######## design 1 ########
### Routed clock nets over the placement, design 1

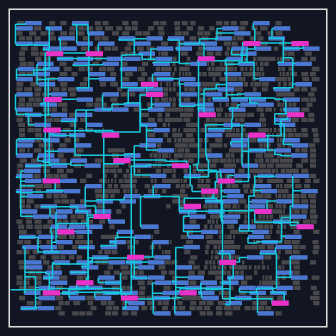

File: config.mk
export PLATFORM = sky130hd
export DESIGN_NAME = memory_bus_arbiter
export DESIGN_NICKNAME = d
export VERILOG_FILES = /design/src/rtl/memory_bus_arbiter.sv
export SDC_FILE = /design/constraint.sdc
export NUM_CORES = 1
export LEC_CHECK = 0
export CORE_MARGIN = 3
export CORE_UTILIZATION = 44
export DETAILED_ROUTE_END_ITERATION = 16
export PLACE_DENSITY_LB_ADDON = 0.15
export SETUP_SLACK_MARGIN = 0.1
export SYNTH_ARGS = -nofsm -noshare
export SYNTH_HDL_FRONTEND = slang
export SYNTH_SLANG_ARGS = --single-unit
File: constraint.sdc
create_clock -name clk_i -period 1.95 [get_ports clk_i]
set_input_delay 0.2925 -clock clk_i [delete_from_list [all_inputs] [get_ports clk_i]]
set_output_delay 0.2925 -clock clk_i [all_outputs]
set_load 0.02 [all_outputs]
File: src/rtl/memory_bus_arbiter.sv
// memory_bus_arbiter: shares one memory bus between fetch, load and store with
// load > store > fetch priority and a starvation promotion for fetch.
module memory_bus_arbiter #(
  parameter int ADDR_WIDTH   = 32,
  parameter int DATA_WIDTH   = 32,
  parameter int STARVE_LIMIT = 8
) (
  input  logic                  clk_i,
  input  logic                  rst_n_i,
  input  logic                  fetch_req_i,
  input  logic                  fetch_invalidate_i,
  input  logic [ADDR_WIDTH-1:0] fetch_addr_i,
  output logic                  fetch_valid_o,
  output logic [DATA_WIDTH-1:0] fetch_instr_o,
  input  logic                  load_req_i,
  input  logic [ADDR_WIDTH-1:0] load_addr_i,
  output logic                  load_valid_o,
  output logic [DATA_WIDTH-1:0] load_data_o,
  input  logic                  store_req_i,
  input  logic [ADDR_WIDTH-1:0] store_addr_i,
  input  logic [DATA_WIDTH-1:0] store_data_i,
  input  logic [1:0]            store_width_i,
  output logic                  store_done_o,
  output logic                  bus_req_o,
  output logic                  bus_write_o,
  output logic [ADDR_WIDTH-1:0] bus_addr_o,
  output logic [DATA_WIDTH-1:0] bus_wdata_o,
  output logic [1:0]            bus_width_o,
  input  logic                  bus_gnt_i,
  input  logic                  bus_rvalid_i,
  input  logic [DATA_WIDTH-1:0] bus_rdata_i,
  input  logic                  bus_wdone_i
);
  localparam int SW = $clog2(STARVE_LIMIT + 1);
  typedef enum logic [1:0] {IDLE, ISSUE, WAIT_READ, WAIT_WRITE} state_t;
  typedef enum logic [1:0] {CH_FETCH, CH_LOAD, CH_STORE} chan_t;
  state_t state_q, state_d;
  chan_t cur_q, cur_d, winner;
  logic fetch_pend_q, fetch_pend_d, load_pend_q, load_pend_d, store_pend_q, store_pend_d;
  logic fetch_sup_q, fetch_sup_d;
  logic [ADDR_WIDTH-1:0] fetch_addr_q, fetch_addr_d, load_addr_q, load_addr_d;
  logic [ADDR_WIDTH-1:0] store_addr_q, store_addr_d, bus_addr_q, bus_addr_d;
  logic [DATA_WIDTH-1:0] store_data_q, store_data_d, bus_wdata_q, bus_wdata_d;
  logic [DATA_WIDTH-1:0] fetch_instr_q, fetch_instr_d, load_data_q, load_data_d;
  logic [1:0] store_width_q, store_width_d, bus_width_q, bus_width_d;
  logic bus_write_q, bus_write_d;
  logic fetch_valid_q, fetch_valid_d, load_valid_q, load_valid_d, store_done_q, store_done_d;
  logic [SW-1:0] starve_q, starve_d;
  logic fetch_live, gnt, rd_done, wr_done, arb, promote;
  logic fetch_take, load_take, store_take;

  always_comb begin
    fetch_live = fetch_pend_q & ~fetch_invalidate_i;
    gnt        = (state_q == ISSUE) & bus_gnt_i;
    rd_done    = (state_q == WAIT_READ) & bus_rvalid_i;
    wr_done    = (state_q == WAIT_WRITE) & bus_wdone_i;
    arb        = ((state_q == IDLE) | rd_done | wr_done) & (fetch_live | load_pend_q | store_pend_q);
    promote    = fetch_live & (starve_q == SW'(STARVE_LIMIT));
    winner     = promote ? CH_FETCH : load_pend_q ? CH_LOAD : store_pend_q ? CH_STORE : CH_FETCH;
    state_d    = arb ? ISSUE : (rd_done | wr_done) ? IDLE :
                 gnt ? ((cur_q == CH_STORE) ? WAIT_WRITE : WAIT_READ) : state_q;
    cur_d       = arb ? winner : cur_q;
    bus_write_d = arb ? (winner == CH_STORE) : bus_write_q;
    bus_addr_d  = !arb ? bus_addr_q : (winner == CH_LOAD) ? load_addr_q :
                  (winner == CH_STORE) ? store_addr_q : fetch_addr_q;
    bus_wdata_d = !arb ? bus_wdata_q : (winner == CH_STORE) ? store_data_q : '0;
    bus_width_d = !arb ? bus_width_q : (winner == CH_STORE) ? store_width_q : 2'd2;
    // An invalidate frees the fetch slot, so a same-cycle request is taken
    fetch_take   = fetch_req_i & (~fetch_pend_q | fetch_invalidate_i);
    fetch_pend_d = fetch_take | (fetch_pend_q & ~fetch_invalidate_i &
                   ~(gnt & (cur_q == CH_FETCH) & ~fetch_sup_q));
    fetch_addr_d = fetch_take ? fetch_addr_i : fetch_addr_q;
    load_take    = load_req_i & ~load_pend_q;
    load_pend_d  = load_take | (load_pend_q & ~(gnt & (cur_q == CH_LOAD)));
    load_addr_d  = load_take ? load_addr_i : load_addr_q;
    store_take    = store_req_i & ~store_pend_q;
    store_pend_d  = store_take | (store_pend_q & ~(gnt & (cur_q == CH_STORE)));
    store_addr_d  = store_take ? store_addr_i : store_addr_q;
    store_data_d  = store_take ? store_data_i : store_data_q;
    store_width_d = store_take ? store_width_i : store_width_q;
    // An in-flight fetch that is invalidated still runs on the bus but is not reported
    fetch_sup_d = arb ? 1'b0 : fetch_sup_q | (fetch_invalidate_i & (cur_q == CH_FETCH) &
                  ((state_q == ISSUE) | (state_q == WAIT_READ)));
    starve_d = !fetch_live ? '0 : !arb ? starve_q : (winner == CH_FETCH) ? '0 :
               (starve_q == SW'(STARVE_LIMIT)) ? starve_q : starve_q + SW'(1);
    fetch_valid_d = rd_done & (cur_q == CH_FETCH) & ~fetch_sup_q & ~fetch_invalidate_i;
    fetch_instr_d = fetch_valid_d ? bus_rdata_i : fetch_instr_q;
    load_valid_d  = rd_done & (cur_q == CH_LOAD);
    load_data_d   = load_valid_d ? bus_rdata_i : load_data_q;
    store_done_d  = wr_done;
  end

  always_ff @(posedge clk_i or negedge rst_n_i) begin
    if (!rst_n_i) begin
      state_q       <= IDLE;
      cur_q         <= CH_FETCH;
      fetch_pend_q  <= 1'b0;
      load_pend_q   <= 1'b0;
      store_pend_q  <= 1'b0;
      fetch_sup_q   <= 1'b0;
      fetch_addr_q  <= '0;
      load_addr_q   <= '0;
      store_addr_q  <= '0;
      store_data_q  <= '0;
      store_width_q <= 2'd0;
      bus_write_q   <= 1'b0;
      bus_addr_q    <= '0;
      bus_wdata_q   <= '0;
      bus_width_q   <= 2'd2;
      starve_q      <= '0;
      fetch_valid_q <= 1'b0;
      fetch_instr_q <= '0;
      load_valid_q  <= 1'b0;
      load_data_q   <= '0;
      store_done_q  <= 1'b0;
    end else begin
      state_q       <= state_d;
      cur_q         <= cur_d;
      fetch_pend_q  <= fetch_pend_d;
      load_pend_q   <= load_pend_d;
      store_pend_q  <= store_pend_d;
      fetch_sup_q   <= fetch_sup_d;
      fetch_addr_q  <= fetch_addr_d;
      load_addr_q   <= load_addr_d;
      store_addr_q  <= store_addr_d;
      store_data_q  <= store_data_d;
      store_width_q <= store_width_d;
      bus_write_q   <= bus_write_d;
      bus_addr_q    <= bus_addr_d;
      bus_wdata_q   <= bus_wdata_d;
      bus_width_q   <= bus_width_d;
      starve_q      <= starve_d;
      fetch_valid_q <= fetch_valid_d;
      fetch_instr_q <= fetch_instr_d;
      load_valid_q  <= load_valid_d;
      load_data_q   <= load_data_d;
      store_done_q  <= store_done_d;
    end
  end

  assign bus_req_o     = (state_q == ISSUE);
  assign bus_write_o   = bus_write_q;
  assign bus_addr_o    = bus_addr_q;
  assign bus_wdata_o   = bus_wdata_q;
  assign bus_width_o   = bus_width_q;
  assign fetch_valid_o = fetch_valid_q;
  assign fetch_instr_o = fetch_instr_q;
  assign load_valid_o  = load_valid_q;
  assign load_data_o   = load_data_q;
  assign store_done_o  = store_done_q;
endmodule

######## design 2 ########
--- src/rtl/l2_lookup_arbiter.sv ---
// Arbitrates the shared L2 tag/state arrays between CPU requests and forwards,
// sequencing read, single-cycle lookup and a held result until the consumer accepts.
`ifndef L2_LOOKUP
`define L2_LOOKUP 1'b0
`endif
`ifndef L2_LOOKUP_FWD
`define L2_LOOKUP_FWD 1'b1
`endif

module l2_lookup_arbiter #(
  parameter int SET_BITS       = 9,
  parameter int RD_LAT         = 1,
  parameter int MAX_FWD_STREAK = 4
) (
  input  logic                clk,
  input  logic                rst,
  input  logic                req_valid,
  input  logic [SET_BITS-1:0] req_set,
  input  logic                req_block,
  output logic                req_ready,
  input  logic                fwd_valid,
  input  logic [SET_BITS-1:0] fwd_set,
  output logic                fwd_ready,
  output logic                rd_en,
  output logic [SET_BITS-1:0] rd_set,
  output logic                lookup_en,
  output logic                lookup_mode,
  input  logic                tag_hit_next,
  output logic                done_valid,
  output logic                done_fwd,
  output logic                done_hit,
  input  logic                done_ready
);

  localparam int STREAK_W = (MAX_FWD_STREAK < 1) ? 1 : $clog2(MAX_FWD_STREAK + 1);

  typedef enum logic [1:0] {
    S_IDLE,
    S_READ,
    S_LOOKUP,
    S_DONE
  } state_t;

  state_t              r_state;
  state_t              w_state_nxt;
  logic [SET_BITS-1:0] r_set;
  logic                r_mode;
  logic [1:0]          r_cnt;
  logic [STREAK_W-1:0] r_streak;
  logic                r_done_hit;
  logic                r_done_fwd;

  logic w_idle;
  logic w_req_elig;
  logic w_streak_sat;
  logic w_grant_fwd;
  logic w_grant_req;
  logic w_read_last;

  // Readies are masked by rst so every output is quiet while reset is held.
  assign w_idle       = (r_state == S_IDLE) && !rst;
  assign w_req_elig   = req_valid & ~req_block;
  assign w_streak_sat = (r_streak == STREAK_W'(MAX_FWD_STREAK));
  assign w_grant_fwd  = w_idle & fwd_valid & ~(w_req_elig & w_streak_sat);
  assign w_grant_req  = w_idle & ~w_grant_fwd & w_req_elig;
  assign w_read_last  = (r_cnt == 2'(RD_LAT - 1));

  always_comb begin
    w_state_nxt = r_state;
    req_ready   = 1'b0;
    fwd_ready   = 1'b0;
    rd_en       = 1'b0;
    rd_set      = r_set;
    lookup_en   = 1'b0;
    lookup_mode = r_mode;
    done_valid  = 1'b0;
    done_fwd    = r_done_fwd;
    done_hit    = r_done_hit;
    case (r_state)
      S_IDLE: begin
        req_ready = w_grant_req;
        fwd_ready = w_grant_fwd;
        if (w_grant_fwd || w_grant_req) w_state_nxt = S_READ;
      end
      S_READ: begin
        rd_en = (r_cnt == 2'd0);
        if (w_read_last) w_state_nxt = S_LOOKUP;
      end
      S_LOOKUP: begin
        lookup_en   = 1'b1;
        w_state_nxt = S_DONE;
      end
      S_DONE: begin
        done_valid = 1'b1;
        if (done_ready) w_state_nxt = S_IDLE;
      end
      default: w_state_nxt = S_IDLE;
    endcase
  end

  always_ff @(posedge clk or posedge rst) begin
    if (rst) begin
      r_state    <= S_IDLE;
      r_set      <= '0;
      r_mode     <= `L2_LOOKUP;
      r_cnt      <= 2'd0;
      r_streak   <= '0;
      r_done_hit <= 1'b0;
      r_done_fwd <= 1'b0;
    end else begin
      r_state <= w_state_nxt;
      if (w_grant_fwd || w_grant_req) begin
        r_set  <= w_grant_fwd ? fwd_set : req_set;
        r_mode <= w_grant_fwd ? `L2_LOOKUP_FWD : `L2_LOOKUP;
        r_cnt  <= 2'd0;
      end else if (r_state == S_READ) begin
        r_cnt <= r_cnt + 2'd1;
      end
      // Streak only grows while an eligible request is actually being passed over.
      if (w_grant_fwd) begin
        if (!w_req_elig)        r_streak <= '0;
        else if (!w_streak_sat) r_streak <= r_streak + 1'b1;
      end else if (w_grant_req) begin
        r_streak <= '0;
      end
      if (r_state == S_LOOKUP) begin
        r_done_hit <= tag_hit_next;
        r_done_fwd <= r_mode;
      end
    end
  end

endmodule

--- config.mk ---
export PLATFORM = sky130hd
export DESIGN_NAME = l2_lookup_arbiter
export DESIGN_NICKNAME = d
export VERILOG_FILES = /design/src/rtl/l2_lookup_arbiter.sv
export SDC_FILE = /design/constraint.sdc
export NUM_CORES = 1
export LEC_CHECK = 0
export CAP_MARGIN = 20
export CORE_MARGIN = 10
export CORE_UTILIZATION = 28
export CTS_BUF_LIST = sky130_fd_sc_hd__clkbuf_16
export DETAILED_ROUTE_END_ITERATION = 10
export GPL_TIMING_DRIVEN = 0
export SLEW_MARGIN = 30
export SYNTH_ARGS = -nofsm -noshare
export SYNTH_HDL_FRONTEND = slang
export SYNTH_SLANG_ARGS = --single-unit
export TNS_END_PERCENT = 100
--- constraint.sdc ---
create_clock -name clk -period 2.06 [get_ports clk]
set_input_delay 0.206 -clock clk [delete_from_list [all_inputs] [get_ports clk]]
set_output_delay 0.206 -clock clk [all_outputs]
set_load 0.02 [all_outputs]
######## design 3 ########
--- config.mk ---
export PLATFORM = sky130hd
export DESIGN_NAME = fetch_unit
export DESIGN_NICKNAME = d
export VERILOG_FILES = /design/src/rtl/fetch_unit.sv
export SDC_FILE = /design/constraint.sdc
export NUM_CORES = 1
export LEC_CHECK = 0
export ABC_AREA = 1
export CORE_ASPECT_RATIO = 0.7
export CORE_MARGIN = 4
export CORE_UTILIZATION = 47
export DETAILED_ROUTE_END_ITERATION = 8
export PLACE_DENSITY_LB_ADDON = 0.25
export SLEW_MARGIN = 30
export SYNTH_ARGS = -nofsm -noshare
export SYNTH_HDL_FRONTEND = slang
export SYNTH_SLANG_ARGS = --single-unit
--- constraint.sdc ---
create_clock -name clk -period 2.2 [get_ports clk]
set_clock_uncertainty 0.2 [all_clocks]
set_input_delay 0.44 -clock clk [delete_from_list [all_inputs] [get_ports clk]]
set_output_delay 0.44 -clock clk [all_outputs]
set_load 0.01 [all_outputs]
--- src/rtl/fetch_unit.sv ---
// rtl/fetch_unit.sv - instruction fetch stage with one-entry decode slot, redirect and halt.
module fetch_unit #(
   parameter int                 ADDR_W   = 16,
   parameter int                 INSTR_W  = 16,
   parameter logic [ADDR_W-1:0]  RESET_PC = 16'h0000,
   parameter logic [INSTR_W-1:0] HALT_OP  = 16'hFFFF
) (
   input  logic               clk,
   input  logic               rst_n,
   output logic [ADDR_W-1:0]  pc,
   input  logic [INSTR_W-1:0] instr_in,
   input  logic               redir_valid,
   input  logic [ADDR_W-1:0]  redir_target,
   output logic               id_valid,
   input  logic               id_ready,
   output logic [INSTR_W-1:0] id_instr,
   output logic [ADDR_W-1:0]  id_pc,
   output logic               halted,
   output logic               misalign,
   output logic [15:0]        fetch_cnt
);

   typedef enum logic [1:0] {
      BUBBLE = 2'd0,
      RUN    = 2'd1,
      HALT   = 2'd2
   } state_t;

   state_t              state_q, state_d;
   logic [ADDR_W-1:0]   pc_q, pc_d;
   logic                id_valid_q, id_valid_d;
   logic [INSTR_W-1:0]  id_instr_q, id_instr_d;
   logic [ADDR_W-1:0]   id_pc_q, id_pc_d;
   logic                misalign_q, misalign_d;
   logic [15:0]         fetch_cnt_q, fetch_cnt_d;

   logic                accept;
   logic                slot_free;

   assign accept    = id_valid_q && id_ready;
   assign slot_free = !id_valid_q || id_ready;

   always_comb begin
      state_d     = state_q;
      pc_d        = pc_q;
      id_valid_d  = id_valid_q;
      id_instr_d  = id_instr_q;
      id_pc_d     = id_pc_q;
      misalign_d  = misalign_q;
      fetch_cnt_d = fetch_cnt_q;

      if (redir_valid) begin
         // Redirect flushes the slot and wins over stall, capture and halt.
         state_d    = RUN;
         pc_d       = {redir_target[ADDR_W-1:1], 1'b0};
         id_valid_d = 1'b0;
         if (redir_target[0]) begin
            misalign_d = 1'b1;
         end
      end else begin
         if (accept && fetch_cnt_q != 16'hFFFF) begin
            fetch_cnt_d = fetch_cnt_q + 16'd1;
         end
         case (state_q)
            BUBBLE: begin
               state_d = RUN;
               if (accept) begin
                  id_valid_d = 1'b0;
               end
            end
            RUN: begin
               if (slot_free) begin
                  id_instr_d = instr_in;
                  id_pc_d    = pc_q;
                  id_valid_d = 1'b1;
                  if (instr_in == HALT_OP) begin
                     state_d = HALT;
                  end else begin
                     pc_d = pc_q + ADDR_W'(2);
                  end
               end
            end
            HALT: begin
               if (accept) begin
                  id_valid_d = 1'b0;
               end
            end
            default: begin
               state_d    = BUBBLE;
               id_valid_d = 1'b0;
            end
         endcase
      end
   end

   always_ff @(posedge clk or negedge rst_n) begin
      if (!rst_n) begin
         state_q     <= BUBBLE;
         pc_q        <= RESET_PC;
         id_valid_q  <= 1'b0;
         id_instr_q  <= '0;
         id_pc_q     <= '0;
         misalign_q  <= 1'b0;
         fetch_cnt_q <= 16'd0;
      end else begin
         state_q     <= state_d;
         pc_q        <= pc_d;
         id_valid_q  <= id_valid_d;
         id_instr_q  <= id_instr_d;
         id_pc_q     <= id_pc_d;
         misalign_q  <= misalign_d;
         fetch_cnt_q <= fetch_cnt_d;
      end
   end

   assign pc        = pc_q;
   assign id_valid  = id_valid_q;
   assign id_instr  = id_instr_q;
   assign id_pc     = id_pc_q;
   assign halted    = (state_q == HALT);
   assign misalign  = misalign_q;
   assign fetch_cnt = fetch_cnt_q;

endmodule

######## design 4 ########
File: src/rtl/maze_update_scheduler.sv
// Buffers maze-tile updates and commits them to the maze RAM only during
// vertical blanking, so a frame never shows a half-updated grid.
module maze_update_scheduler #(
   parameter int DEPTH      = 8,
   parameter int COLS       = 5,
   parameter int ROWS       = 4,
   parameter int Y_ACTIVE   = 480,
   parameter int MAX_COMMIT = 8
) (
   input  logic                         CLOCK,
   input  logic                         RESET,
   input  logic                         UPD_VALID,
   output logic                         UPD_READY,
   input  logic [2:0]                   UPD_X,
   input  logic [2:0]                   UPD_Y,
   input  logic [1:0]                   UPD_STATE,
   input  logic [9:0]                   PIXEL_Y,
   output logic                         WR_EN,
   output logic [4:0]                   WR_ADDR,
   output logic [1:0]                   WR_DATA,
   output logic                         DROPPED,
   output logic                         FRAME_DONE,
   output logic [$clog2(DEPTH+1)-1:0]   PENDING
);

   localparam int PW = $clog2(DEPTH);
   localparam int CW = $clog2(DEPTH + 1);
   localparam int KW = $clog2(MAX_COMMIT + 1);

   typedef enum logic [1:0] {
      S_ACTIVE,
      S_COMMIT,
      S_HOLD
   } state_t;

   state_t        state;
   state_t        state_nx;
   logic [6:0]    mem [DEPTH];
   logic [PW-1:0] wr_ptr;
   logic [PW-1:0] rd_ptr;
   logic [CW-1:0] count;
   logic [KW-1:0] commits;
   logic          blank;
   logic          in_range;
   logic          push;
   logic          enq;
   logic          pop;
   logic          frame_end;
   logic [4:0]    addr;

   assign blank     = int'(PIXEL_Y) >= Y_ACTIVE;
   assign UPD_READY = int'(count) < DEPTH;
   assign in_range  = (int'(UPD_X) < COLS) && (int'(UPD_Y) < ROWS);
   assign push      = UPD_VALID && UPD_READY;
   assign enq       = push && in_range;
   assign addr      = 5'(int'(UPD_Y) * COLS + int'(UPD_X));
   assign PENDING   = count;

   always_comb begin
      state_nx  = state;
      pop       = 1'b0;
      frame_end = 1'b0;
      unique case (state)
         S_ACTIVE: begin
            if (blank) state_nx = S_COMMIT;
         end
         S_COMMIT: begin
            if (!blank) begin
               state_nx  = S_ACTIVE;
               frame_end = 1'b1;
            end else if (int'(commits) >= MAX_COMMIT) begin
               state_nx = S_HOLD;
            end else if (count != '0) begin
               pop = 1'b1;
            end
         end
         S_HOLD: begin
            if (!blank) begin
               state_nx  = S_ACTIVE;
               frame_end = 1'b1;
            end
         end
         default: state_nx = S_ACTIVE;
      endcase
   end

   // Storage has no reset; only the pointers and count define contents.
   always_ff @(posedge CLOCK) begin
      if (enq) mem[wr_ptr] <= {addr, UPD_STATE};
   end

   always_ff @(posedge CLOCK) begin
      if (RESET) begin
         state      <= S_ACTIVE;
         wr_ptr     <= '0;
         rd_ptr     <= '0;
         count      <= '0;
         commits    <= '0;
         WR_EN      <= 1'b0;
         WR_ADDR    <= '0;
         WR_DATA    <= '0;
         DROPPED    <= 1'b0;
         FRAME_DONE <= 1'b0;
      end else begin
         state      <= state_nx;
         WR_EN      <= pop;
         DROPPED    <= push && !in_range;
         FRAME_DONE <= frame_end;
         if (enq) wr_ptr <= wr_ptr + PW'(1);
         if (pop) begin
            rd_ptr             <= rd_ptr + PW'(1);
            {WR_ADDR, WR_DATA} <= mem[rd_ptr];
         end
         if (enq && !pop) count <= count + CW'(1);
         else if (pop && !enq) count <= count - CW'(1);
         if (state == S_ACTIVE) commits <= '0;
         else if (pop) commits <= commits + KW'(1);
      end
   end

endmodule

File: config.mk
export PLATFORM = sky130hd
export DESIGN_NAME = maze_update_scheduler
export DESIGN_NICKNAME = d
export VERILOG_FILES = /design/src/rtl/maze_update_scheduler.sv
export SDC_FILE = /design/constraint.sdc
export NUM_CORES = 1
export LEC_CHECK = 0
export CAP_MARGIN = 20
export CORE_UTILIZATION = 44
export DETAILED_ROUTE_END_ITERATION = 12
export PLACE_DENSITY = 0.6
export SLEW_MARGIN = 20
export SYNTH_ARGS = -nofsm -noshare
export SYNTH_HDL_FRONTEND = slang
export SYNTH_SLANG_ARGS = --single-unit
export TNS_END_PERCENT = 20
File: constraint.sdc
create_clock -name CLOCK -period 3.25 [get_ports CLOCK]
set_input_delay 0.65 -clock CLOCK [delete_from_list [all_inputs] [get_ports CLOCK]]
set_output_delay 0.65 -clock CLOCK [all_outputs]
set_load 0.01 [all_outputs]
### Routed clock nets over the placement, design 3

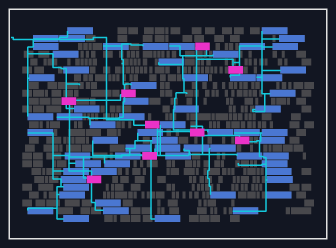
Key: clock-net drivers = magenta [count 9]; flip-flops = blue [count 66]; clock wires = cyan [length 884 um]
Position of the flops: all over the die. There are 10 routed clock nets.

### Clock routing, design 3

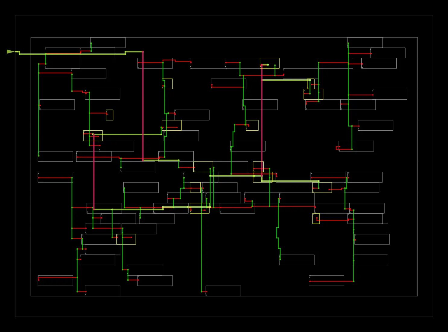
clock buffer count: 9
worst skew pair latency: 0.35 ns
Clock group: 0.884 mW
clock buffer count from CTS: 9
flop count: 66

==> deck_impl_summary.md, design 3 <==
Key Metrics from the Run

Status
  • Status: completed

Critical path
  • Setup crit end: pc[6]
  • Worst R2R Setup Slack: roughly 0.26 ns
  • Crit path DRT: ~1.6 ns
  • Ordered cell list for the critical path: clkdlybuf4s50_1
  • WP data arrival: roughly 1.4 ns
  • Critical path launch point type: flop

Global route
  • Largest net degree at the start of global routing: ~67
  • Met3 usage: between 8 and 9%
  • Grt total ovfl: 0
  • First-pass GRT wire length: between 10000 and 15000 um

Placed design
  • GPL Wtd Cong: 0.972
  • Port buffer count: roughly 100

Clock tree
  • Sink Count: 66
  • CTS tree: done

Synthesis
  • Main area contributors: dfrtp_1 (48%), nand2_1 (15%), nand3_1 (5.9%)
  • Top non-seq family: simple AND/OR/NAND/NOR gates
  • Post-synth top area share: 48.4%
  • Ys flop type: dfrtp_1
  • Top-count cell post-synth: nand2_1
  • Synth Instances: just over 400
  • Yosys chip area: 3410 um2
  • Synth Seq Share: between 40 and 50%

STA
  • Min cycle time layout: ~2.0 ns
  • Final slew viol count: 0
  • RSZ-0062 raised after global routing: no

Die
  • Init Core Util: about half
  • Total core area: ~7000 um2

Pwr
  • Overall Power: approximately 3.3 mW

Finish
  • Layout area overhead: 39.3%

Detailed routing
  • DR iter-0 viols: slightly below 100

Worst hold path
  • End of the worst hold path: id_pc[9]$_DFFE_PN0P_
==> design 3: registers in the layout, indices dropped and copies added (netlist names) <==
register   count
fetch_cnt     16
id_instr      16
id_pc         15
id_valid       1
misalign       1
pc            15
state_q        2
==> design 3: cell type report <==
type,count,share of cell area (%)
clock inverters,7,0.974
flip-flops and latches,66,34.7
well taps,94,2.47
clock buffers,9,2.61
inverters,30,2.42
repair buffers,111,23.8
multi-input cells,297,32.9
==> design 3: layout by cell type (no fill, tap or decap), types with 2 or more instances in the layout <==
cell,count
conb_1,2
a21oi_1,2
xor2_1,4
buf_4,6
buf_12,4
nor2_1,29
o21ai_0,23
clkbuf_8,9
xnor2_1,13
inv_2,2
a21boi_0,2
mux2_4,12
o21ai_1,6
inv_1,27
dfrtp_1,66
nor2_2,4
clkinv_2,3
clkdlybuf4s50_1,98
nand2_4,2
clkinvlp_4,3
ha_1,2
nand2_1,140
mux2_2,5
nand4_1,3
nand3_1,40
==> design 3: power by group <==
part	switching (mW)	total [mW]	internal, mW
logic	0.384	0.890	0.506
registers	0.159	1.53	1.37
clock network	0.481	0.884	0.403
### Routed clock nets over the placement, design 2

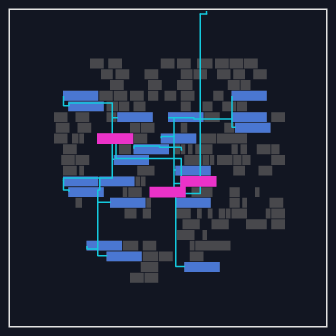
Key: flip-flops = blue [count 19]; clock wires = cyan [length 273 um]; clock-net drivers = magenta [count 3]
There are 4 routed clock nets.

==> deck_impl_summary.md, design 2 <==
Key Metrics from the Run

Status
  • Status: completed

Finish
  • Count of non-CTS inverters in the layout: 9
  • Final net count: approximately 170
  • Layout area overhead: 58.5%
  • Multi-In Gates: 59

STA
  • Final WS setup: 0.145 ns
  • WHS: roughly 0.47 ns
  • Min cycle time layout: around 1.9 ns
  • Final slew viol count: 0
  • Cycle use final: 92.9%
  • Fmax: between 500 and 600 MHz

Clock tree
  • Number of hold-repair buffers added at the cts stage: 0
  • Worst skew pair latency: about 0.25 ns
  • Worst-path clk slew: ~0.05 ns
  • Sink Count: 19

Synthesis
  • Top non-seq family: AND-OR/OR-AND gates
  • Number of synthesized flops with an enable pin: 0
  • Post-synthesis adder-cell area fraction: under 10%
  • Mux share: between 7 and 8%
  • Post-Synth Simple-Gate Area: between 8 and 9%
  • Synth top cells by count: dfrtp_1 (19), inv_1 (9), ha_1 (8)
  • Yosys chip area: approximately 1000 um2
  • Synth Seq Share: between 40% and 50%
  • Synth area leader: dfrtp_1
  • Compound-Gate Fraction of Synth Area: between 20 and 25%

Placed design
  • Port buffer count: between 40 and 50
  • Pre-CTS setup slack: -0.348 ns
  • Placed Area: ~1500 um2

Die
  • Width of the die: ~80 um
  • Die area: approximately 6400 um2
  • N_taps: ~46
  • Std-Cell Rows: 21

Global route
  • Met3 usage: between 2 and 3%
  • Vias in the first global route: approximately 900
  • GRT Max-Usage Layer: met2

Critical path
  • Critical path launch point type: flop
  • FF-to-FF path depth: 8
  • Worst reg2reg endpoint: rd_set[1]$_DFFE_PP0P_

Detailed routing
  • DR WL/cell: roughly 15 um
  • Routed wire length: 2690 um

Run
  • Max-cap violations: 0

Pwr
  • P per Cell Area: 1430 nW/um2

Worst hold path
  • Hold Crit Class: input port to async pin
design 2: repair_timing:
action	in CTS	in global routing
pin swaps	1	0
setup endpoints to repair	2	3
gates resized	8	5
setup buffers	3	0
design 2: cells in the final DEF (no fill, tap or decap), drive strengths merged:
master / instances
clkdlybuf4s15: 2
nand2: 1
nand4: 1
ha: 8
a21o: 8
o21ai: 6
o21a: 1
xnor2: 1
dfrtp: 19
and2: 1
nand3b: 1
nand2b: 1
and2b: 2
inv: 10
clkdlybuf4s50: 38
dlymetal6s2s: 1
a31oi: 1
a21oi: 2
mux2i: 4
mux2: 3
a22o: 7
buf: 4
nand3: 1
nor2: 7
a2111o: 1
nor4: 1
clkbuf: 3
a221oi: 1
design 2: sequential cells by signal (all words and copies together), names as in the netlist:
name         count
rd_set           9
r_streak         3
r_cnt            2
r_state          2
done_fwd         1
done_hit         1
lookup_mode      1
design 2: worst max-delay path: stages (launching register included):
cell,delay (ns)
dfrtp_1,0.41
inv_2,0.12
ha_4,0.16
nand3b_2,0.13
a31oi_4,0.19
buf_4,0.15
nor2_4,0.04
clkdlybuf4s15_2,0.27
### Cell classes on the final placement, design 1

Fill, decap, tap and diode cells in gray.
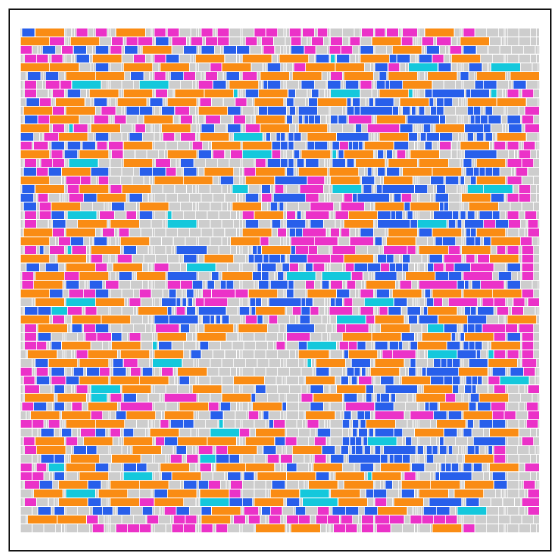
Key: remaining buffers and delay cells = magenta [cells 384, share of their area 25%]; registers = orange [cells 276, share of their area 40%]; remaining logic cells = blue [cells 550, share of their area 29%]; clock drivers and dummy loads = cyan [cells 52, share of their area 5.6%]

### Floorplan with the power grid, design 1

Scale bar: 50 um. Pins as bars on the die edge.
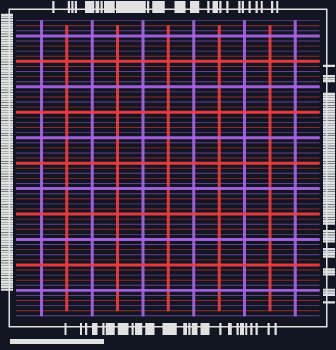
Key: VDD = red; VSS = purple
11 straps on met5. 59 met1 rails follow the rows. 11 straps on met4. The core has 58 rows.

## Picture notes: 'Routed clock nets over the placement' of design 1
Key: clock wires = cyan [length 3630 um]; flip-flops = blue [count 276]; clock-net drivers = magenta [count 30]
Position of the flops: all over the die.

==> deck_impl_summary.md, design 1 <==
Key Metrics from the Run

Synthesis
  • Synth Seq Share: 59.2%
  • Area fraction in xor and xnor cells: 0%
  • Post-synthesis adder-cell area fraction: less than 1%
  • Synth Net Count: 1069
  • Synth Instances: roughly 900
  • Ys flop type: dfrtp_1
  • Asr flop ratio synth: 100%
  • Post-Synth Simple-Gate Area: roughly a tenth

Clock tree
  • Number of hold-repair buffers added at the cts stage: 1

Detailed routing
  • Post-route antenna net violation count: 0
  • Total number of vias: 8659
  • DR WL/cell: around 22 um

STA
  • RSZ-0062 raised after global routing: yes

Placed design
  • Placed Area: 15400 um2
  • Pre-CTS setup slack: -0.163 ns

Pwr
  • Peak VDD IR: slightly below 1 mV
  • Clock share of power: between 10% and 20%

Global route
  • GRT Max-Usage Layer: met2
  • First-pass GRT wire length: around 53000 um

Finish
  • Commonest Layout Cell: dfrtp_1
  • Util after Layout: 68.4%

Critical path
  • Slowest-stage cell, CP: dfrtp_1
  • Critical path launch point type: flop
  • CP Class: flop to primary output

Status
  • Status: completed
-- design 1: power groups by stage --
| stage | Clock, mW | Combinational, mW | Sequential, mW |
|---|---|---|---|
| 2_1_floorplan | 0 | 4.78 | 10.8 |
| 3_3_place_gp | 0 | 10.5 | 9.66 |
| 3_5_place_dp | 0 | 10.7 | 9.74 |
| 4_1_cts | 5.64 | 11.9 | 9.68 |
| 5_1_grt | 5.88 | 13.8 | 10.0 |
| 6_report | 5.54 | 13.0 | 9.70 |
-- design 1: kinds of logic (layout without fill, tap and decap cells) --
group           after synthesis  count (layout)
mux                         193             193
flops                       276             276
simple gates                195             195
other cells                   0               1
compound gates              149             149
buf+inv                      73             443
fa+ha+maj                     6               6
-- design 1: per-layer routing --
metal  up-vias  wire (um)
met5         -         27
met4         4        706
met3        51       3040
met2       304      16300
met1      4428      14300
li1       3872          -
-- design 1: final cells by class --
class,count,area (um2)
clock buffer,49,913
multi-input combinational,543,4980
inverter,7,26.3
antenna,1,2.50
clock inverter,3,40.0
timing repair buffer,384,4230
sequential,276,6910
tap,330,413
fill,1883,8100
### Clock routing, design 4

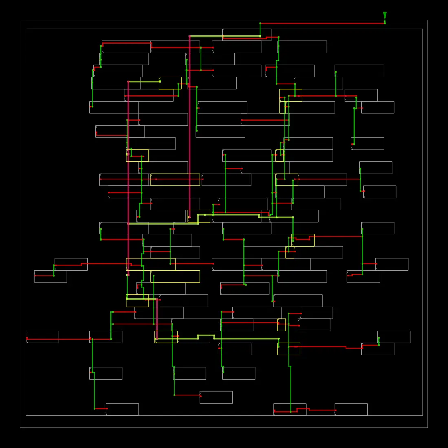
clock buffer count from CTS: 9
flop count: 82
Sink Count: 82
worst skew pair latency: 0.35 ns

==> deck_impl_summary.md, design 4 <==
Key Metrics from the Run

Critical path
  • Critical path endpoint category: flop
  • Crit path DRT: between 3 and 4 ns
  • Critical path launch point type: input port

Pwr
  • Static Leakage: 1.43 nW
  • Sequential group power: around 1.2 mW

Detailed routing
  • DR iter-0 viols: ~95
  • Met3 WL: 159 um

Synthesis
  • Synth warn: 0
  • Synth Seq Share: approximately 62%
  • Ys cells: 234
  • Post-synth regs: between 80 and 90

Placed design
  • GPL Wtd Cong: a little over 0.7
  • Post-DP HPWL: between 4000 and 5000 um

Finish
  • Fillcell total: 665
  • Signal buffers: approximately 44
  • Multi-In Gates: roughly 130
  • Count of non-CTS inverters in the layout: 8
  • Top Layout Cells: edfxtp_1 (56), clkdlybuf4s50_1 (30), nor2_1 (29), dfxtp_1 (26), ha_1 (18)
  • Cell area after layout: between 4000 and 5000 um2

Status
  • Status: completed

STA
  • Relative slew slack: 48.5%
  • Min cycle time layout: 2.78 ns
  • Worst Max-Slew Pin Slew: between 0.7 and 0.8 ns

Worst hold path
  • Hold Crit Class: flop to flop

Clock tree
  • CTS tree: done
==> design 4: cells in the mapped netlist (3+ instances only) <==
library cell,instances
clkbuf_1,4
inv_1,7
xnor2_1,5
dfxtp_1,26
a211oi_1,4
edfxtp_1,56
nand2_1,3
nor3_1,7
a211oi_2,4
mux2i_1,10
mux4_2,14
xor2_1,5
a21oi_1,5
nand2b_1,5
nor2_1,29
ha_1,18
==> design 4: worst max-delay path: stages <==
cell             delay, ns
clkdlybuf4s50_1       0.46
a41o_1                0.21
and3_4                0.21
clkinv_4              0.06
ha_1                  0.19
inv_1                 0.13
ha_1                  0.29
a21oi_1               0.21
a211oi_1              0.10
a31oi_1               0.16
mux2_2                0.34
==> design 4: worst paths after layout <==
kind	startpoint	to	slack [ns]	cells past startpoint
min reg2reg	WR_ADDR[3]$_SDFFE_PP0P_	WR_ADDR[3]$_SDFFE_PP0P_	0.50	2
max reg2reg	state[1]$_SDFFE_PP0P_	PENDING[3]$_SDFFE_PP0P_	0.47	12
min	WR_ADDR[3]$_SDFFE_PP0P_	WR_ADDR[3]$_SDFFE_PP0P_	0.50	2
max	PIXEL_Y[5]	PENDING[3]$_SDFFE_PP0P_	0.47	11

==> gallery <==
Wiring by layer.
Plate I
Scale bar: 20 um. Only two layers are drawn.
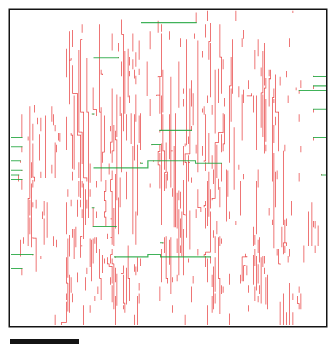
Plate II
Scale bar: 20 um. Only two layers are drawn.
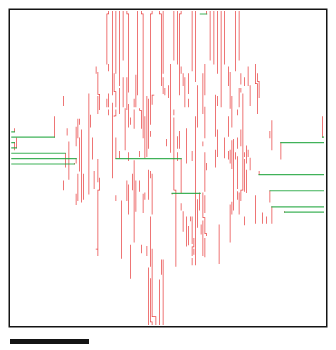
Plate III
Scale bar: 20 um. Only two layers are drawn.
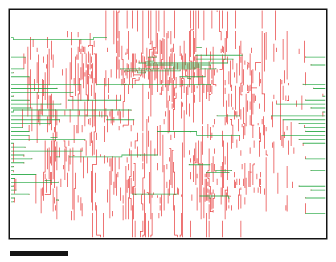
Plate IV
Scale bar: 50 um. Only two layers are drawn.
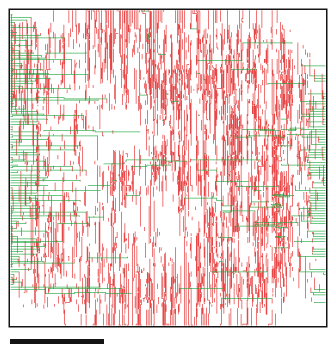
Plate II: design 2
Plate I: design 4
Plate III: design 3
Plate IV: design 1
Of these, least wire: Plate II


######## design 5 ########
### Floorplan with the power grid, design 5

Scale bar: 20 um. Pins as bars on the die edge.
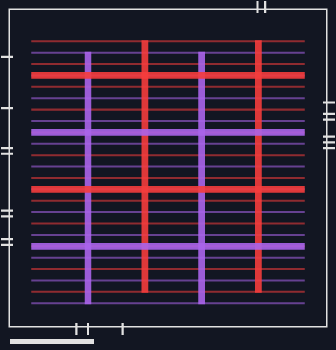
### Cell classes on the final placement, design 5

Fill, decap, tap and diode cells in gray.
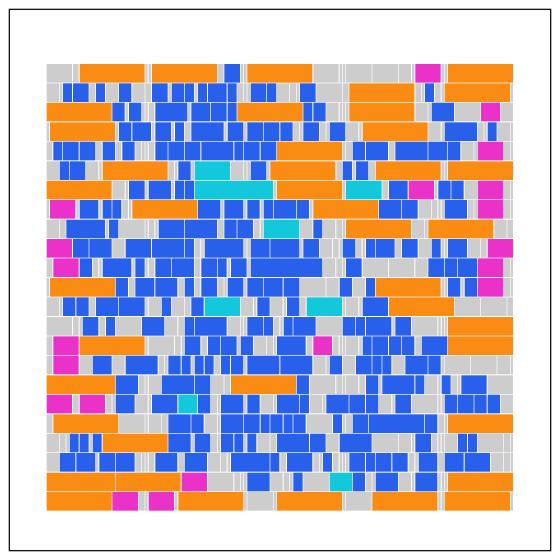
### src/rtl/traffic_safety_monitor_if.sv
// Lamp-vector bundle between the traffic controller, the safety monitor and the lamp drivers.
// Latency: none, wires only.
// Backpressure: none; lamp vectors are sampled every cycle.
interface traffic_safety_monitor_if;
  logic [2:0] led_in1;
  logic [2:0] led_in2;
  logic       fault_clr;
  logic [2:0] led_out1;
  logic [2:0] led_out2;
  logic       fault;
  logic [2:0] fault_code;

  // Controller / test side: drives lamp requests and the clear, observes driver outputs.
  modport master (
    output led_in1, led_in2, fault_clr,
    input  led_out1, led_out2, fault, fault_code
  );

  // Monitor side.
  modport slave (
    input  led_in1, led_in2, fault_clr,
    output led_out1, led_out2, fault, fault_code
  );
endinterface

### src/rtl/traffic_safety_monitor.sv
// Safety gate between traffic controller and lamp drivers; latches a fault and flashes yellow.
// Latency: one cycle input to led_out in PASS; fault and flashing appear one edge after a violation.
// Backpressure: none; every cycle is a sample, and a fault holds until an accepted fault_clr.
module traffic_safety_monitor #(
  parameter int MIN_YELLOW = 3,
  parameter int MAX_STUCK  = 1000,
  parameter int FLASH_DIV  = 4
) (
  input  logic                    clk,
  input  logic                    rst,
  traffic_safety_monitor_if.slave io_bus
);

  localparam int DW = $clog2(MAX_STUCK + 2);
  localparam int FW = (FLASH_DIV > 1) ? $clog2(2 * FLASH_DIV) : 1;

  localparam logic [DW-1:0] C_STUCK = DW'(MAX_STUCK);
  localparam logic [DW-1:0] C_SAT   = DW'(MAX_STUCK + 1);
  localparam logic [DW-1:0] C_MINY  = DW'(MIN_YELLOW);
  localparam logic [FW-1:0] C_FLAST = FW'(2 * FLASH_DIV - 1);
  localparam logic [FW-1:0] C_FDIV  = FW'(FLASH_DIV);

  localparam logic [2:0] L_R   = 3'b100;
  localparam logic [2:0] L_Y   = 3'b010;
  localparam logic [2:0] L_G   = 3'b001;
  localparam logic [2:0] L_OFF = 3'b000;

  typedef enum logic {S_PASS, S_FAULT} state_t;

  state_t          r_state;
  logic [2:0]      r_out1, r_out2;
  logic            r_fault;
  logic [2:0]      r_code;
  logic [2:0]      r_prev1, r_prev2;
  logic            r_prev_vld;
  logic [DW-1:0]   r_dwell1, r_dwell2;
  logic [FW-1:0]   r_flash;

  logic            w_inv, w_conf;
  logic [2:0]      w_seq1, w_seq2, w_code;
  logic [FW-1:0]   w_flash_nxt;

  function automatic logic f_onehot(input logic [2:0] v);
    return (v == L_R) || (v == L_Y) || (v == L_G);
  endfunction

  function automatic logic f_legal(input logic [2:0] p, input logic [2:0] v);
    return (p == L_R && v == L_G) || (p == L_G && v == L_Y) || (p == L_Y && v == L_R);
  endfunction

  // History-dependent checks for one approach; invalid vectors are already caught as code 1.
  function automatic logic [2:0] f_seq_code(input logic [2:0] v, input logic [2:0] p,
                                            input logic pv, input logic [DW-1:0] d);
    if (!pv)                                    return 3'd0;
    if (v != p && !f_legal(p, v))               return 3'd3;
    if (p == L_Y && v == L_R && d < C_MINY)     return 3'd4;
    if (v == p && d == C_STUCK)                 return 3'd5;
    return 3'd0;
  endfunction

  function automatic logic [DW-1:0] f_dwell_nxt(input logic [2:0] v, input logic [2:0] p,
                                                input logic pv, input logic [DW-1:0] d);
    if (!pv || v != p) return DW'(1);
    if (d == C_SAT)    return d;
    return d + 1'b1;
  endfunction

  // Violation detection on the current inputs, lowest code wins.
  always_comb begin
    w_inv  = !f_onehot(io_bus.led_in1) || !f_onehot(io_bus.led_in2);
    w_conf = !io_bus.led_in1[2] && !io_bus.led_in2[2];
    w_seq1 = f_seq_code(io_bus.led_in1, r_prev1, r_prev_vld, r_dwell1);
    w_seq2 = f_seq_code(io_bus.led_in2, r_prev2, r_prev_vld, r_dwell2);
    w_code = 3'd0;
    if (w_inv)
      w_code = 3'd1;
    else if (w_conf)
      w_code = 3'd2;
    else if (w_seq1 != 3'd0 && (w_seq2 == 3'd0 || w_seq1 <= w_seq2))
      w_code = w_seq1;
    else
      w_code = w_seq2;
    w_flash_nxt = (r_flash == C_FLAST) ? '0 : r_flash + 1'b1;
  end

  // PASS/FAULT state machine with registered lamp outputs.
  always_ff @(posedge clk or posedge rst) begin
    if (rst) begin
      r_state    <= S_PASS;
      r_out1     <= L_R;
      r_out2     <= L_R;
      r_fault    <= 1'b0;
      r_code     <= 3'd0;
      r_prev1    <= L_OFF;
      r_prev2    <= L_OFF;
      r_prev_vld <= 1'b0;
      r_dwell1   <= '0;
      r_dwell2   <= '0;
      r_flash    <= '0;
    end else begin
      case (r_state)
        S_PASS: begin
          if (w_code != 3'd0) begin
            // Offending vector is never forwarded; flashing starts in phase A.
            r_state <= S_FAULT;
            r_fault <= 1'b1;
            r_code  <= w_code;
            r_flash <= '0;
            r_out1  <= L_Y;
            r_out2  <= L_Y;
          end else begin
            r_out1     <= io_bus.led_in1;
            r_out2     <= io_bus.led_in2;
            r_prev1    <= io_bus.led_in1;
            r_prev2    <= io_bus.led_in2;
            r_prev_vld <= 1'b1;
            r_dwell1   <= f_dwell_nxt(io_bus.led_in1, r_prev1, r_prev_vld, r_dwell1);
            r_dwell2   <= f_dwell_nxt(io_bus.led_in2, r_prev2, r_prev_vld, r_dwell2);
          end
        end
        S_FAULT: begin
          r_flash <= w_flash_nxt;
          r_out1  <= (w_flash_nxt < C_FDIV) ? L_Y : L_OFF;
          r_out2  <= (w_flash_nxt < C_FDIV) ? L_Y : L_OFF;
          // Clear is honoured only when the lamps being requested are sane.
          if (io_bus.fault_clr && !w_inv && !w_conf) begin
            r_state    <= S_PASS;
            r_fault    <= 1'b0;
            r_code     <= 3'd0;
            r_prev_vld <= 1'b0;
            r_dwell1   <= '0;
            r_dwell2   <= '0;
          end
        end
        default: r_state <= S_PASS;
      endcase
    end
  end

  assign io_bus.led_out1   = r_out1;
  assign io_bus.led_out2   = r_out2;
  assign io_bus.fault      = r_fault;
  assign io_bus.fault_code = r_code;

endmodule

### src/flat_wrapper.sv
// flat-port wrapper written by rule: the top's interface ports become plain ports
module traffic_safety_monitor_flat 
#(
  parameter int MIN_YELLOW = 3,
  parameter int MAX_STUCK  = 1000,
  parameter int FLASH_DIV  = 4
)
  (clk, rst, io_bus_led_in1, io_bus_led_in2, io_bus_fault_clr, io_bus_led_out1, io_bus_led_out2, io_bus_fault, io_bus_fault_code);
  traffic_safety_monitor_if io_bus_i ();
  input  logic clk;
  input  logic rst;
  input wire logic [$bits(io_bus_i.led_in1)-1:0] io_bus_led_in1;
  input wire logic [$bits(io_bus_i.led_in2)-1:0] io_bus_led_in2;
  input wire logic [$bits(io_bus_i.fault_clr)-1:0] io_bus_fault_clr;
  output wire logic [$bits(io_bus_i.led_out1)-1:0] io_bus_led_out1;
  output wire logic [$bits(io_bus_i.led_out2)-1:0] io_bus_led_out2;
  output wire logic [$bits(io_bus_i.fault)-1:0] io_bus_fault;
  output wire logic [$bits(io_bus_i.fault_code)-1:0] io_bus_fault_code;
  assign io_bus_i.led_in1 = io_bus_led_in1;
  assign io_bus_i.led_in2 = io_bus_led_in2;
  assign io_bus_i.fault_clr = io_bus_fault_clr;
  assign io_bus_led_out1 = io_bus_i.led_out1;
  assign io_bus_led_out2 = io_bus_i.led_out2;
  assign io_bus_fault = io_bus_i.fault;
  assign io_bus_fault_code = io_bus_i.fault_code;
  traffic_safety_monitor #(.MIN_YELLOW(MIN_YELLOW), .MAX_STUCK(MAX_STUCK), .FLASH_DIV(FLASH_DIV)) u_core (.clk(clk), .rst(rst), .io_bus(io_bus_i));
endmodule
### config.mk
export PLATFORM = sky130hd
export DESIGN_NAME = traffic_safety_monitor_flat
export DESIGN_NICKNAME = d
export VERILOG_FILES = /design/src/rtl/traffic_safety_monitor_if.sv /design/src/rtl/traffic_safety_monitor.sv /design/src/flat_wrapper.sv
export SDC_FILE = /design/constraint.sdc
export NUM_CORES = 1
export LEC_CHECK = 0
export CORE_MARGIN = 5
export CORE_UTILIZATION = 64
export CTS_CLUSTER_SIZE = 10
export DETAILED_ROUTE_END_ITERATION = 7
export HOLD_SLACK_MARGIN = 0.08
export PLACE_DENSITY_LB_ADDON = 0.05
export SYNTH_ARGS = -nofsm -noshare
export SYNTH_HDL_FRONTEND = slang
export SYNTH_SLANG_ARGS = --single-unit
### constraint.sdc
create_clock -name clk -period 7.3 [get_ports clk]
set_clock_uncertainty 0.2 [all_clocks]
set_input_delay 1.46 -clock clk [delete_from_list [all_inputs] [get_ports clk]]
set_output_delay 1.46 -clock clk [all_outputs]
set_load 0.03 [all_outputs]
==> deck_impl_summary.md <==
Key Metrics from the Run

Critical path
  • Worst reg2reg endpoint: u_core.r_dwell2[7]$_DFFE_PP0P_
  • Crit path launch: io_bus_led_in1[2]
  • Critical path launch point type: input port
  • RR Startpoint: u_core.r_dwell1[6]$_DFFE_PP0P_
  • CP bufs+invs: 1
  • FF-to-FF path depth: 12
  • Slowest-stage cell, CP: clkdlybuf4s50_1
  • Critical path endpoint category: flop
  • Levels on crit path: 13
  • CP Class: input port to flop

Placed design
  • Port buffer count: 18
  • GPL Wtd Cong: 0.854
  • Post-DP HPWL: approximately 4400 um

Worst hold path
  • Hold Crit Class: flop to flop
  • Hold path depth: 2
  • End of the worst hold path: u_core.io_bus.fault_code[2]$_DFFE_PP0P_

Clock tree
  • H-tree depth: 2
  • Post-CTS setup buffers: 0
  • Clock buffer count from CTS: 5
  • Post_cts resized: 0
  • CTS tree: done

Detailed routing
  • Met3 WL: 489 um
  • DR iter-0 viols: approximately 160
  • DR WL/cell: around 18 um
  • Post-route antenna net violation count: 0
  • Total number of vias: around 2400
  • DR WL met2: approximately 3000 um
  • Uppermost routed layer: met4

Finish
  • Final net count: between 300 and 400
  • Ant. Diodes: 0
  • Non-Filler Instances: 366
  • Commonest Layout Cell: dfrtp_1
  • Biggest regs: u_core.r_dwell1 x10, u_core.r_dwell2 x10
  • Flop area: 1030 um2
  • Fillcell total: between 300 and 400
  • Layout area overhead: 10.4%
  • Top Layout Cells: dfrtp_1 (39), nor2_1 (24), nand2_1 (22), nand3_1 (21), clkdlybuf4s50_1 (18)
  • Share of layout cells above drive strength 1: 9.18%

Die
  • I/O pin cnt: 19
  • Total core area: 4090 um2
  • Std-Cell Rows: 23
  • Width of the die: about 75 um

STA
  • Final setup violation count: 0
  • Fin. Hold Viols: 0
  • Worst Max-Slew Pin Slew: ~0.98 ns
  • Setup_tns: 0 ns
  • WHS: ~0.30 ns

Synthesis
  • Compound-Gate Fraction of Synth Area: 20.9%
  • Asr flop ratio synth: 100%
  • Top non-seq family: simple AND/OR/NAND/NOR gates
  • Main area contributors: dfrtp_1 (36%), ha_1 (5.0%), nand3_1 (3.8%)
  • Syn Area/Cell: about 9.1 um2
  • Synth warn: 0
  • Post-synthesis adder-cell area fraction: around 5%
  • Cell Area, Synth: between 2000 and 3000 um2
  • Synth Net Count: 323
  • Mux share: less than 1%
  • Synth Instances: roughly 300
  • Synth cell types: roughly 65
  • Ys cells: just over 300
  • Synth Seq Share: approximately 37%

Global route
  • First-pass GRT wire length: roughly 11000 um
  • GRT Total Usage: between 20% and 30%
  • GR Util met2: about 43%
  • Vias in the first global route: between 2000 and 2500
  • GRT Max-Usage Layer: met2
  • Initial antenna violation count: 0

Status
  • Status: completed

Pwr
  • Overall Power: roughly 0.7 mW
  • Static Leakage: roughly 1.3 nW
Notes on 'Floorplan with the power grid' of design 5 above:
Key: VSS = purple; VDD = red
19 signal pins sit on the boundary. 24 met1 rails follow the rows. 4 straps on met5. 4 straps on met4.
Peak VDD IR: 0.174 mV
die height: 75.5 um

Notes on 'Cell classes on the final placement' of design 5 above:
Key: remaining logic cells = blue [cells 247, share of their area 55%]; clock drivers and dummy loads = cyan [cells 8, share of their area 3.9%]; registers = orange [cells 41, share of their area 35%]; remaining buffers and delay cells = magenta [cells 20, share of their area 6.6%]

==> area by class of cell <==
cell class	count	share of cell area [%]
Multi-Input combinational cell	234	52.1
Sequential cell	41	34.0
Timing Repair Buffer	20	6.44
Tap cell	50	2.07
Inverter	13	1.61
Clock inverter	3	1.53
Clock buffer	5	2.27
==> cells in the mapped netlist (7+ instances only) <==
library cell   n
dfrtp_1       39
nor2_1        24
nand2_1       22
nand3_1       21
and3_1        13
a31oi_1       11
ha_1          11
inv_1         11
nor3_1        11
a21oi_1        8
nor4_1         8
o21ai_0        8
and2_1         7
buf_2          7
==> through the flow <==
| step | area, um2 | setup slack (ns) |
|---|---|---|
| 2_1_floorplan | 2740 | 2.70 |
| 3_3_place_gp | 2910 | 1.70 |
| 3_5_place_dp | 2910 | 1.57 |
| 4_1_cts | 3030 | 1.89 |
| 5_1_grt | 3030 | 1.60 |
| 6_report | 3030 | 1.83 |
==> power breakdown <==
group / internal [mW] / leakage, nW / switching (mW)
combinational: 0.0951 / 0.728 / 0.120
sequential: 0.260 / 0.534 / 0.0352
clock: 0.102 / 0.0543 / 0.0833
total: 0.458 / 1.32 / 0.238


==> screenshots <==
Cell classes on the final placement.
Fill, decap, tap and diode cells in gray.
panel A
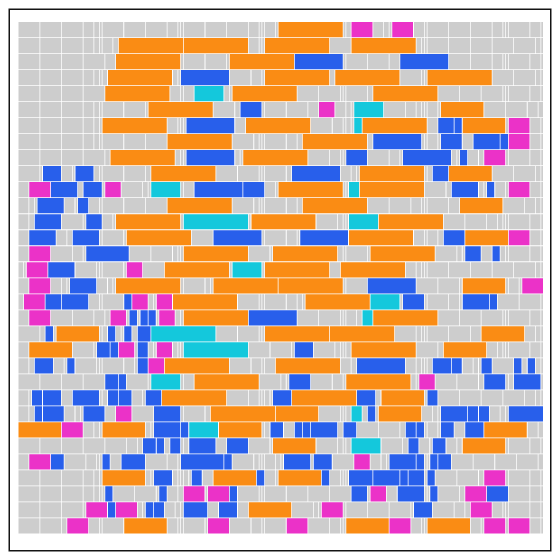
panel B
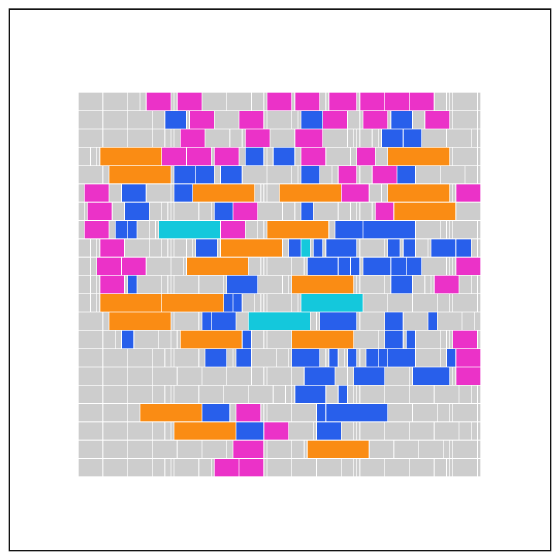
panel C
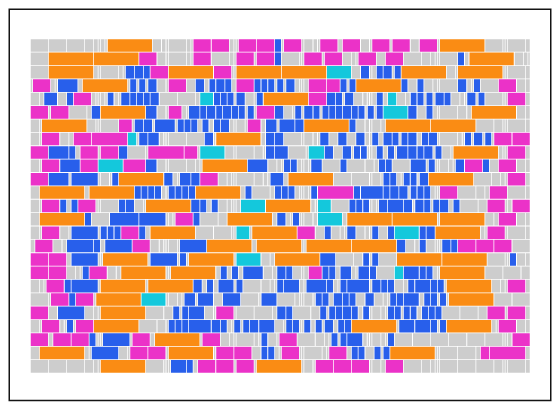
Panel A comes from design 4.
Panel C comes from design 3.
Panel B comes from design 2.
- most sequential cells: panel A
- highest utilization: panel C

Key to panel B:
Key: clock drivers and dummy loads = cyan [cells 4, share of their area 5.1%]; remaining buffers and delay cells = magenta [cells 45, share of their area 29%]; remaining logic cells = blue [cells 68, share of their area 35%]; registers = orange [cells 19, share of their area 31%]

Power is estimated from default activity; no workload was simulated.
